# block 1

block_1/clocks.png
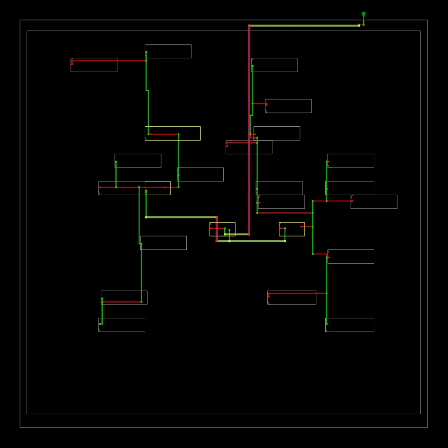

**config.mk**
```make
export PLATFORM = sky130hd
export DESIGN_NAME = arbiter_rr4_8bits
export DESIGN_NICKNAME = d
export VERILOG_FILES = /design/src/rtl/arbiter_rr4_8bits_pkg.sv /design/src/rtl/arbiter_rr4_8bits_rr_pick4.sv /design/src/rtl/arbiter_rr4_8bits.sv
export SDC_FILE = /design/constraint.sdc
export NUM_CORES = 1
export LEC_CHECK = 0
export ABC_CLOCK_PERIOD_IN_PS = 3400
export CAP_MARGIN = 20
export CORE_UTILIZATION = 25
export CTS_CLUSTER_SIZE = 20
export DETAILED_ROUTE_END_ITERATION = 7
export GPL_TIMING_DRIVEN = 0
export PLACE_DENSITY_LB_ADDON = 0.1
export SLEW_MARGIN = 0
export SYNTH_ARGS = -nofsm -noshare
export SYNTH_HDL_FRONTEND = slang
export SYNTH_SLANG_ARGS = --single-unit
```
**constraint.sdc**
```tcl
create_clock -name clk_f -period 3.4 [get_ports clk_f]
set_input_delay 0.34 -clock clk_f [delete_from_list [all_inputs] [get_ports clk_f]]
set_output_delay 0.34 -clock clk_f [all_outputs]
set_load 0.01 [all_outputs]
```
**src/rtl/arbiter_rr4_8bits_pkg.sv**
```systemverilog
// Shared types for the lane demux / lane FIFO / round-robin drain path.
// No logic here: state encoding and lane-count constants only.
package arbiter_rr4_8bits_pkg;

    localparam int NUM_LANES = 4;
    localparam int BW_DEF    = 8;

    typedef enum logic [1:0] {
        IDLE  = 2'd0,
        SERVE = 2'd1,
        HOLD  = 2'd2
    } arb_state_t;

endpackage

```
**src/rtl/arbiter_rr4_8bits_rr_pick4.sv**
```systemverilog
// Combinational 4-way round-robin picker: first eligible lane at start, start+1, ...
// Zero latency; no backpressure (pure function of its inputs).
module rr_pick4 (
    input  logic [3:0] eligible,
    input  logic [1:0] start,
    output logic [1:0] sel,
    output logic       any
);

    logic [7:0] dbl;
    logic [3:0] rot;
    logic [1:0] off;

    // rot[j] is eligibility of lane (start + j) mod 4
    assign dbl = {eligible, eligible} >> start;
    assign rot = dbl[3:0];

    always_comb begin
        off = 2'd0;
        if (rot[0])      off = 2'd0;
        else if (rot[1]) off = 2'd1;
        else if (rot[2]) off = 2'd2;
        else if (rot[3]) off = 2'd3;
    end

    assign sel = start + off;
    assign any = |eligible;

endmodule

```
**src/rtl/arbiter_rr4_8bits.sv**
```systemverilog
// Round-robin drain of four show-ahead lane FIFOs onto one byte stream, bounded bursts per grant.
// Pop is combinational, data_out/valid_out follow one cycle later; out_afull stalls all pops.
module arbiter_rr4_8bits
    import arbiter_rr4_8bits_pkg::*;
#(
    parameter int BW    = BW_DEF,
    parameter int BURST = 2
) (
    input  logic                 clk_f,
    input  logic                 reset,
    input  logic [NUM_LANES-1:0] fifo_empty,
    input  logic [BW-1:0]        fifo_data0,
    input  logic [BW-1:0]        fifo_data1,
    input  logic [BW-1:0]        fifo_data2,
    input  logic [BW-1:0]        fifo_data3,
    input  logic [NUM_LANES-1:0] lane_en,
    input  logic                 out_afull,
    output logic [NUM_LANES-1:0] pop,
    output logic [BW-1:0]        data_out,
    output logic                 valid_out,
    output logic [1:0]           grant_idx,
    output logic                 busy
);

    localparam logic [3:0] BURST_L = 4'(BURST);

    arb_state_t           state, state_nxt;
    logic [1:0]           last, last_nxt;
    logic [1:0]           grant_nxt;
    logic [3:0]           burst_cnt, cnt_nxt;
    logic [NUM_LANES-1:0] eligible;
    logic [NUM_LANES-1:0] pop_raw;
    logic [1:0]           pick_start;
    logic [1:0]           pick_sel;
    logic                 pick_any;
    logic [BW-1:0]        pop_dat;

    assign eligible = lane_en & ~fifo_empty;

    // In SERVE the search always restarts just after the current holder,
    // so a burst-exhausted lane is only re-granted when it is the sole candidate.
    assign pick_start = (state == SERVE) ? grant_idx + 2'd1 : last + 2'd1;

    rr_pick4 u_pick (
        .eligible (eligible),
        .start    (pick_start),
        .sel      (pick_sel),
        .any      (pick_any)
    );

    always_comb begin
        state_nxt = state;
        last_nxt  = last;
        grant_nxt = grant_idx;
        cnt_nxt   = burst_cnt;
        pop_raw   = '0;
        case (state)
            IDLE: begin
                if (pick_any && !out_afull) begin
                    pop_raw[pick_sel] = 1'b1;
                    grant_nxt         = pick_sel;
                    cnt_nxt           = 4'd1;
                    state_nxt         = SERVE;
                end
            end
            SERVE: begin
                if (out_afull) begin
                    state_nxt = HOLD;
                end else if (eligible[grant_idx] && (burst_cnt < BURST_L)) begin
                    pop_raw[grant_idx] = 1'b1;
                    cnt_nxt            = burst_cnt + 4'd1;
                end else begin
                    last_nxt = grant_idx;
                    if (pick_any) begin
                        pop_raw[pick_sel] = 1'b1;
                        grant_nxt         = pick_sel;
                        cnt_nxt           = 4'd1;
                    end else begin
                        state_nxt = IDLE;
                    end
                end
            end
            HOLD: begin
                if (!out_afull) state_nxt = SERVE;
            end
            default: state_nxt = IDLE;
        endcase
    end

    // Reset gates pop directly so no lane is drained while the block is held in reset.
    assign pop = pop_raw & {NUM_LANES{~reset}};

    always_comb begin
        pop_dat = fifo_data0;
        if (pop_raw[1])      pop_dat = fifo_data1;
        else if (pop_raw[2]) pop_dat = fifo_data2;
        else if (pop_raw[3]) pop_dat = fifo_data3;
    end

    always_ff @(posedge clk_f or posedge reset) begin
        if (reset) begin
            state     <= IDLE;
            last      <= 2'd3;
            grant_idx <= 2'd0;
            burst_cnt <= 4'd0;
            data_out  <= '0;
            valid_out <= 1'b0;
            busy      <= 1'b0;
        end else begin
            state     <= state_nxt;
            last      <= last_nxt;
            grant_idx <= grant_nxt;
            burst_cnt <= cnt_nxt;
            valid_out <= |pop_raw;
            busy      <= (state_nxt == SERVE);
            if (|pop_raw) data_out <= pop_dat;
        end
    end

endmodule

```
# block 2

## src/rtl/fifo_ctrl.sv

```systemverilog
// Pointer/flag controller for a first-word-fall-through FIFO built around an external mem.
// Generates gated write/read strobes, pointers, occupancy flags and sticky error bits.
module fifo_ctrl #(
  parameter int ADDR_WIDTH = 5,
  parameter int FIFO_DEPTH = 2 ** ADDR_WIDTH,
  parameter int AF_THRESH  = FIFO_DEPTH - 4,
  parameter int AE_THRESH  = 4
) (
  input  logic                  clk,
  input  logic                  rst,
  input  logic                  push,
  input  logic                  pop,
  input  logic                  clr_err,
  output logic                  w_ena,
  output logic                  r_ena,
  output logic [ADDR_WIDTH-1:0] w_addr,
  output logic [ADDR_WIDTH-1:0] r_addr,
  output logic                  full,
  output logic                  empty,
  output logic                  almost_full,
  output logic                  almost_empty,
  output logic [ADDR_WIDTH:0]   count,
  output logic                  overflow,
  output logic                  underflow
);

  localparam int CW = ADDR_WIDTH + 1;
  localparam logic [ADDR_WIDTH:0] C_DEPTH = CW'(FIFO_DEPTH);
  localparam logic [ADDR_WIDTH:0] C_AF    = CW'(AF_THRESH);
  localparam logic [ADDR_WIDTH:0] C_AE    = CW'(AE_THRESH);
  localparam logic [ADDR_WIDTH:0] C_ONE   = CW'(1);

  logic [ADDR_WIDTH:0] r_wptr;
  logic [ADDR_WIDTH:0] r_rptr;
  logic [ADDR_WIDTH:0] r_count;
  logic                r_overflow;
  logic                r_underflow;

  logic [ADDR_WIDTH:0] w_wptr_nxt;
  logic [ADDR_WIDTH:0] w_rptr_nxt;
  logic [ADDR_WIDTH:0] w_count_nxt;
  logic                w_overflow_nxt;
  logic                w_underflow_nxt;
  logic                w_full;
  logic                w_empty;
  logic                w_push_ok;
  logic                w_pop_ok;

  // Flags come from the occupancy counter alone, so full and empty are never ambiguous.
  assign w_full    = (r_count == C_DEPTH);
  assign w_empty   = (r_count == {CW{1'b0}});
  assign w_push_ok = push & ~w_full;
  assign w_pop_ok  = pop & ~w_empty;

  always_comb begin
    w_wptr_nxt      = r_wptr;
    w_rptr_nxt      = r_rptr;
    w_count_nxt     = r_count;
    w_overflow_nxt  = r_overflow;
    w_underflow_nxt = r_underflow;

    if (w_push_ok) begin
      w_wptr_nxt = r_wptr + C_ONE;
    end else begin
      w_wptr_nxt = r_wptr;
    end

    if (w_pop_ok) begin
      w_rptr_nxt = r_rptr + C_ONE;
    end else begin
      w_rptr_nxt = r_rptr;
    end

    case ({w_push_ok, w_pop_ok})
      2'b10:   w_count_nxt = r_count + C_ONE;
      2'b01:   w_count_nxt = r_count - C_ONE;
      default: w_count_nxt = r_count;
    endcase

    // A fresh error in the same cycle as clr_err wins, so no event is ever lost.
    if (push & w_full) begin
      w_overflow_nxt = 1'b1;
    end else if (clr_err) begin
      w_overflow_nxt = 1'b0;
    end else begin
      w_overflow_nxt = r_overflow;
    end

    if (pop & w_empty) begin
      w_underflow_nxt = 1'b1;
    end else if (clr_err) begin
      w_underflow_nxt = 1'b0;
    end else begin
      w_underflow_nxt = r_underflow;
    end
  end

  always_ff @(posedge clk or posedge rst) begin
    if (rst) begin
      r_wptr      <= {CW{1'b0}};
      r_rptr      <= {CW{1'b0}};
      r_count     <= {CW{1'b0}};
      r_overflow  <= 1'b0;
      r_underflow <= 1'b0;
    end else begin
      r_wptr      <= w_wptr_nxt;
      r_rptr      <= w_rptr_nxt;
      r_count     <= w_count_nxt;
      r_overflow  <= w_overflow_nxt;
      r_underflow <= w_underflow_nxt;
    end
  end

  assign w_ena        = w_push_ok;
  assign r_ena        = w_pop_ok;
  assign w_addr       = r_wptr[ADDR_WIDTH-1:0];
  assign r_addr       = r_rptr[ADDR_WIDTH-1:0];
  assign full         = w_full;
  assign empty        = w_empty;
  assign almost_full  = (r_count >= C_AF);
  assign almost_empty = (r_count <= C_AE);
  assign count        = r_count;
  assign overflow     = r_overflow;
  assign underflow    = r_underflow;

endmodule

```

## config.mk

```make
export PLATFORM = sky130hd
export DESIGN_NAME = fifo_ctrl
export DESIGN_NICKNAME = d
export VERILOG_FILES = /design/src/rtl/fifo_ctrl.sv
export SDC_FILE = /design/constraint.sdc
export NUM_CORES = 1
export LEC_CHECK = 0
export ABC_AREA = 1
export CORE_MARGIN = 2
export CORE_UTILIZATION = 42
export DETAILED_ROUTE_END_ITERATION = 16
export GPL_ROUTABILITY_DRIVEN = 0
export MAX_ROUTING_LAYER = met4
export PLACE_DENSITY_LB_ADDON = 0.3
export RECOVER_POWER = 100
export SYNTH_ARGS = -nofsm -noshare
export SYNTH_HDL_FRONTEND = slang
export SYNTH_SLANG_ARGS = --single-unit
```

## constraint.sdc

```tcl
create_clock -name clk -period 2 [get_ports clk]
set_input_delay 0.2 -clock clk [delete_from_list [all_inputs] [get_ports clk]]
set_output_delay 0.2 -clock clk [all_outputs]
set_load 0.005 [all_outputs]
```

block_1/flops_by_reg.png
Scale bar: 20 um. Other sequential cells in the stronger grey, the rest of the logic in the fainter grey.
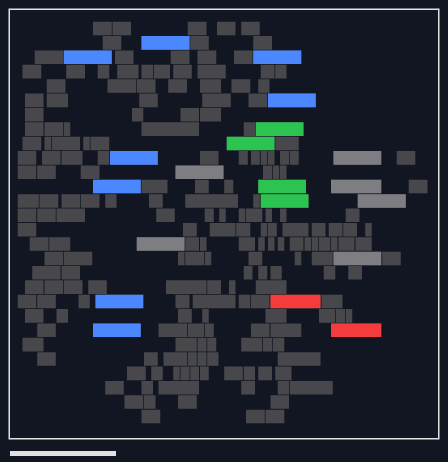
[blue] data_out | flops: 8
[green] burst_cnt | flops: 4
[red] last | flops: 2
not coloured: 6
Core Util, Final: 0.3990
Reg area: 504.2 um2
flop share of the area: 0.2122
Power Sequential: 380 uW

Notes on block_1/clocks.png above:
clock buffers: 3
flop count: 20
Skew-Pair Late Insertion Delay: 0.27 ns
clock network power: 244 uW
Clock Skews: 0.004419 ns

==> flow_summary.toml, block 1 <==
# yosys + openroad results
[synthesis]
synthMuxAreaShare = 0.1979
yosysSeqAreaShare = 0.3221
largest_area_cell = "dfrtp_1"

[worst_setup_path]
crit_type = "register to output port"
crit_family = "simple AND/OR/NAND/NOR gates"
startpoint_type = "register"
rr_endpoint = "data_out[5]"

[detailed_routing]
vias = 1456
first_pass_iters = 4

[run_status]
status = "completed"

[layout]
syn_to_final_growth_pct = 52.16
lay_top_cells = "56 x clkdlybuf4s50_1, 17 x dfrtp_1, 13 x nand2_1"
inverters = 4
clk_share = 0.03002
final_common_cell = "clkdlybuf4s50_1"

[floorplan]
num_rows = 28
chip_area_um2 = 6566
core_area_um2 = 5956

[sta]
maxSlewViolCount = 0
rsz0062_at_grt = "no"

[clocking]
cts_tree = "done"
cts.sinks = 20
root_buffer = "clkbuf_8"

[power]
leakage_nw = 0.9764

[placed_design]
place_congestion = 0.8397
io_buffers = 57

[grt]
grt_usage = 0.1417
grt_overflow = 0

[hold_path]
holdPathStages = 2
[block 1: routing by layer]
metal / track usage / wire, um
met5: 0 / 0
met4: 0.05000 / 106
met3: 0.03933 / 267
met2: 0.2395 / 2092
met1: 0.1714 / 1867
[block 1: synthesized netlist by cell type (all sizes together)]
cell type	instances
nand3b	1
or3	1
a31oi	1
ha	1
inv	4
nor2b	4
nor2	10
and2	11
a21o	1
a211oi	5
a311oi	1
and3b	1
nand2b	4
xnor2	2
mux2i	2
or2b	3
a21oi	9
nand4	1
nor4	1
o31ai	1
nand2	13
a221o	8
nor3	4
and3	2
and2b	1
mux2	19
o211a	1
dfstp	2
a32oi	3
nand3	4
mux4	2
buf	4
a21boi	1
dfrtp	18
o21ai	5
clkbuf	1
or3b	1
o21bai	1
o211ai	1
[block 1: sequential cells by signal, summed over array words and instances, names as in the netlist]
signal	cells
last	2
grant_idx	2
burst_cnt	4
valid_out	1
state	2
busy	1
data_out	8
[block 1: repair_timing]
item                                    CTS  global route
endpoints found under the hold margin     0             0
setup buffers                             3             1
resized                                  12             0
pin swaps                                 4             1
endpoints found under the setup margin    6             2
block_2/flops_by_reg.png
Scale bar: 20 um. Other sequential cells in the stronger grey, the rest of the logic in the fainter grey.
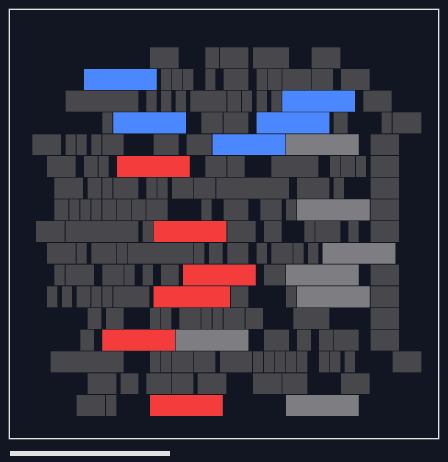
[red] count | flops: 6
[blue] r_wptr | flops: 5
not coloured: 7

==> flow_summary.toml, block 2 <==
# yosys + openroad results
[run_status]
status = "completed"

[sta]
setup_violations = 0
period_used_share = 0.9806
finalCriticalPeriod_ns = 1.961

[placed_design]
place_inst = 191

[synthesis]
synth-seq-cells = 18
largest_area_cell = "dfrtp_1"
top_cell_area_share = 0.4364
syn_area_um2 = 1032

[layout]
ff_count = 18
top_area_cell_class = "logic gates"

[clocking]
hold_buffers = 0

[power]
leakage_nw = 0.7526

[detailed_routing]
dr.first_iter.drc_count = 26

[grt]
grt_pass1_wl_mm = 3.677

[floorplan]
chip_area_um2 = 2870

[worst_setup_path]
crit_family = "simple AND/OR/NAND/NOR gates"
-- block 2: power breakdown --
| group | total (mW) | switching, mW | internal (mW) | leakage (nW) |
|---|---|---|---|---|
| combinational | 1.50 | 0.656 | 0.841 | 0.514 |
| clock | 0.180 | 0.103 | 0.0774 | 0.0150 |
| sequential | 0.696 | 0.166 | 0.529 | 0.224 |
-- block 2: layout by cell type (no fill, tap or decap), drive strengths merged, types with 4 or more instances in the layout --
master,n
clkbuf,4
buf,14
dfrtp,18
clkdlybuf4s50,26
nand2,43
ha,7
xnor2,9
nand3,11
nor2,8
o21ai,7
inv,15
-- block 2: per-layer routing --
metal | track usage | share of wire | vias up
met5 | - | 0 | -
met4 | 0.09829 | 0.017 | 0
met3 | 0.01111 | 0.036 | 4
met2 | 0.2901 | 0.51 | 30
met1 | 0.2293 | 0.44 | 442
li1 | - | - | 491
-- block 2: Yosys cell counts --
master and n:
nand3_1 11, nand2_1 43, or2_4 1, a21boi_0 1, inv_1 13, fa_1 1
a21oi_1 3, xnor2_1 9, xor2_1 1, ha_1 7, o22ai_1 1, inv_2 2
o21ai_4 1, nor2_1 8, dfrtp_1 18, o21ai_0 6

==> gallery <==
Sizing map.
Scale bar: 20 um.
(a)
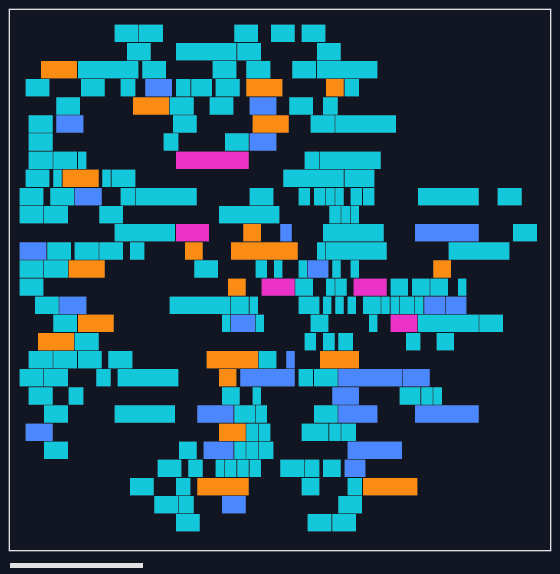
(b)
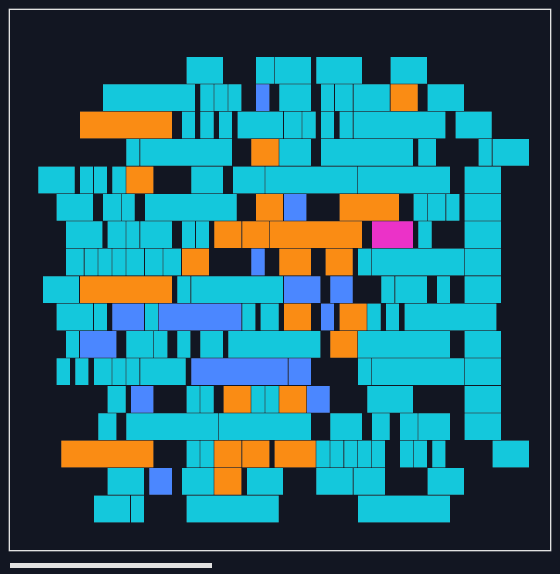
(b) is block 2.
(a) is block 1.
The one with the largest die is (a).
The one with the most cells is (a).



==> notes/layouts.md <==
Pictures saved along the way, in no particular order.

Wiring by layer.
Scale bar: 20 um.
Plate I
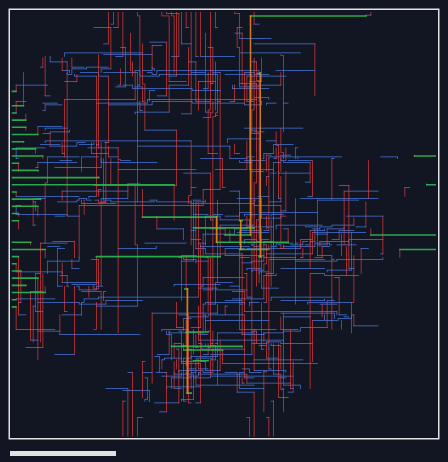
Plate II
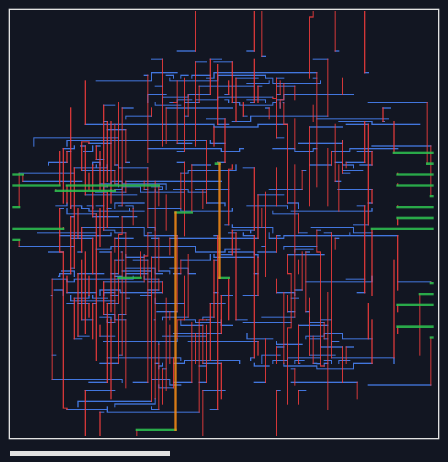
- largest die: Plate I
- most wire: Plate I
Plate I -> block 1
Plate II -> block 2

Power figures rest on the tool's default switching activity, not on a simulated workload.
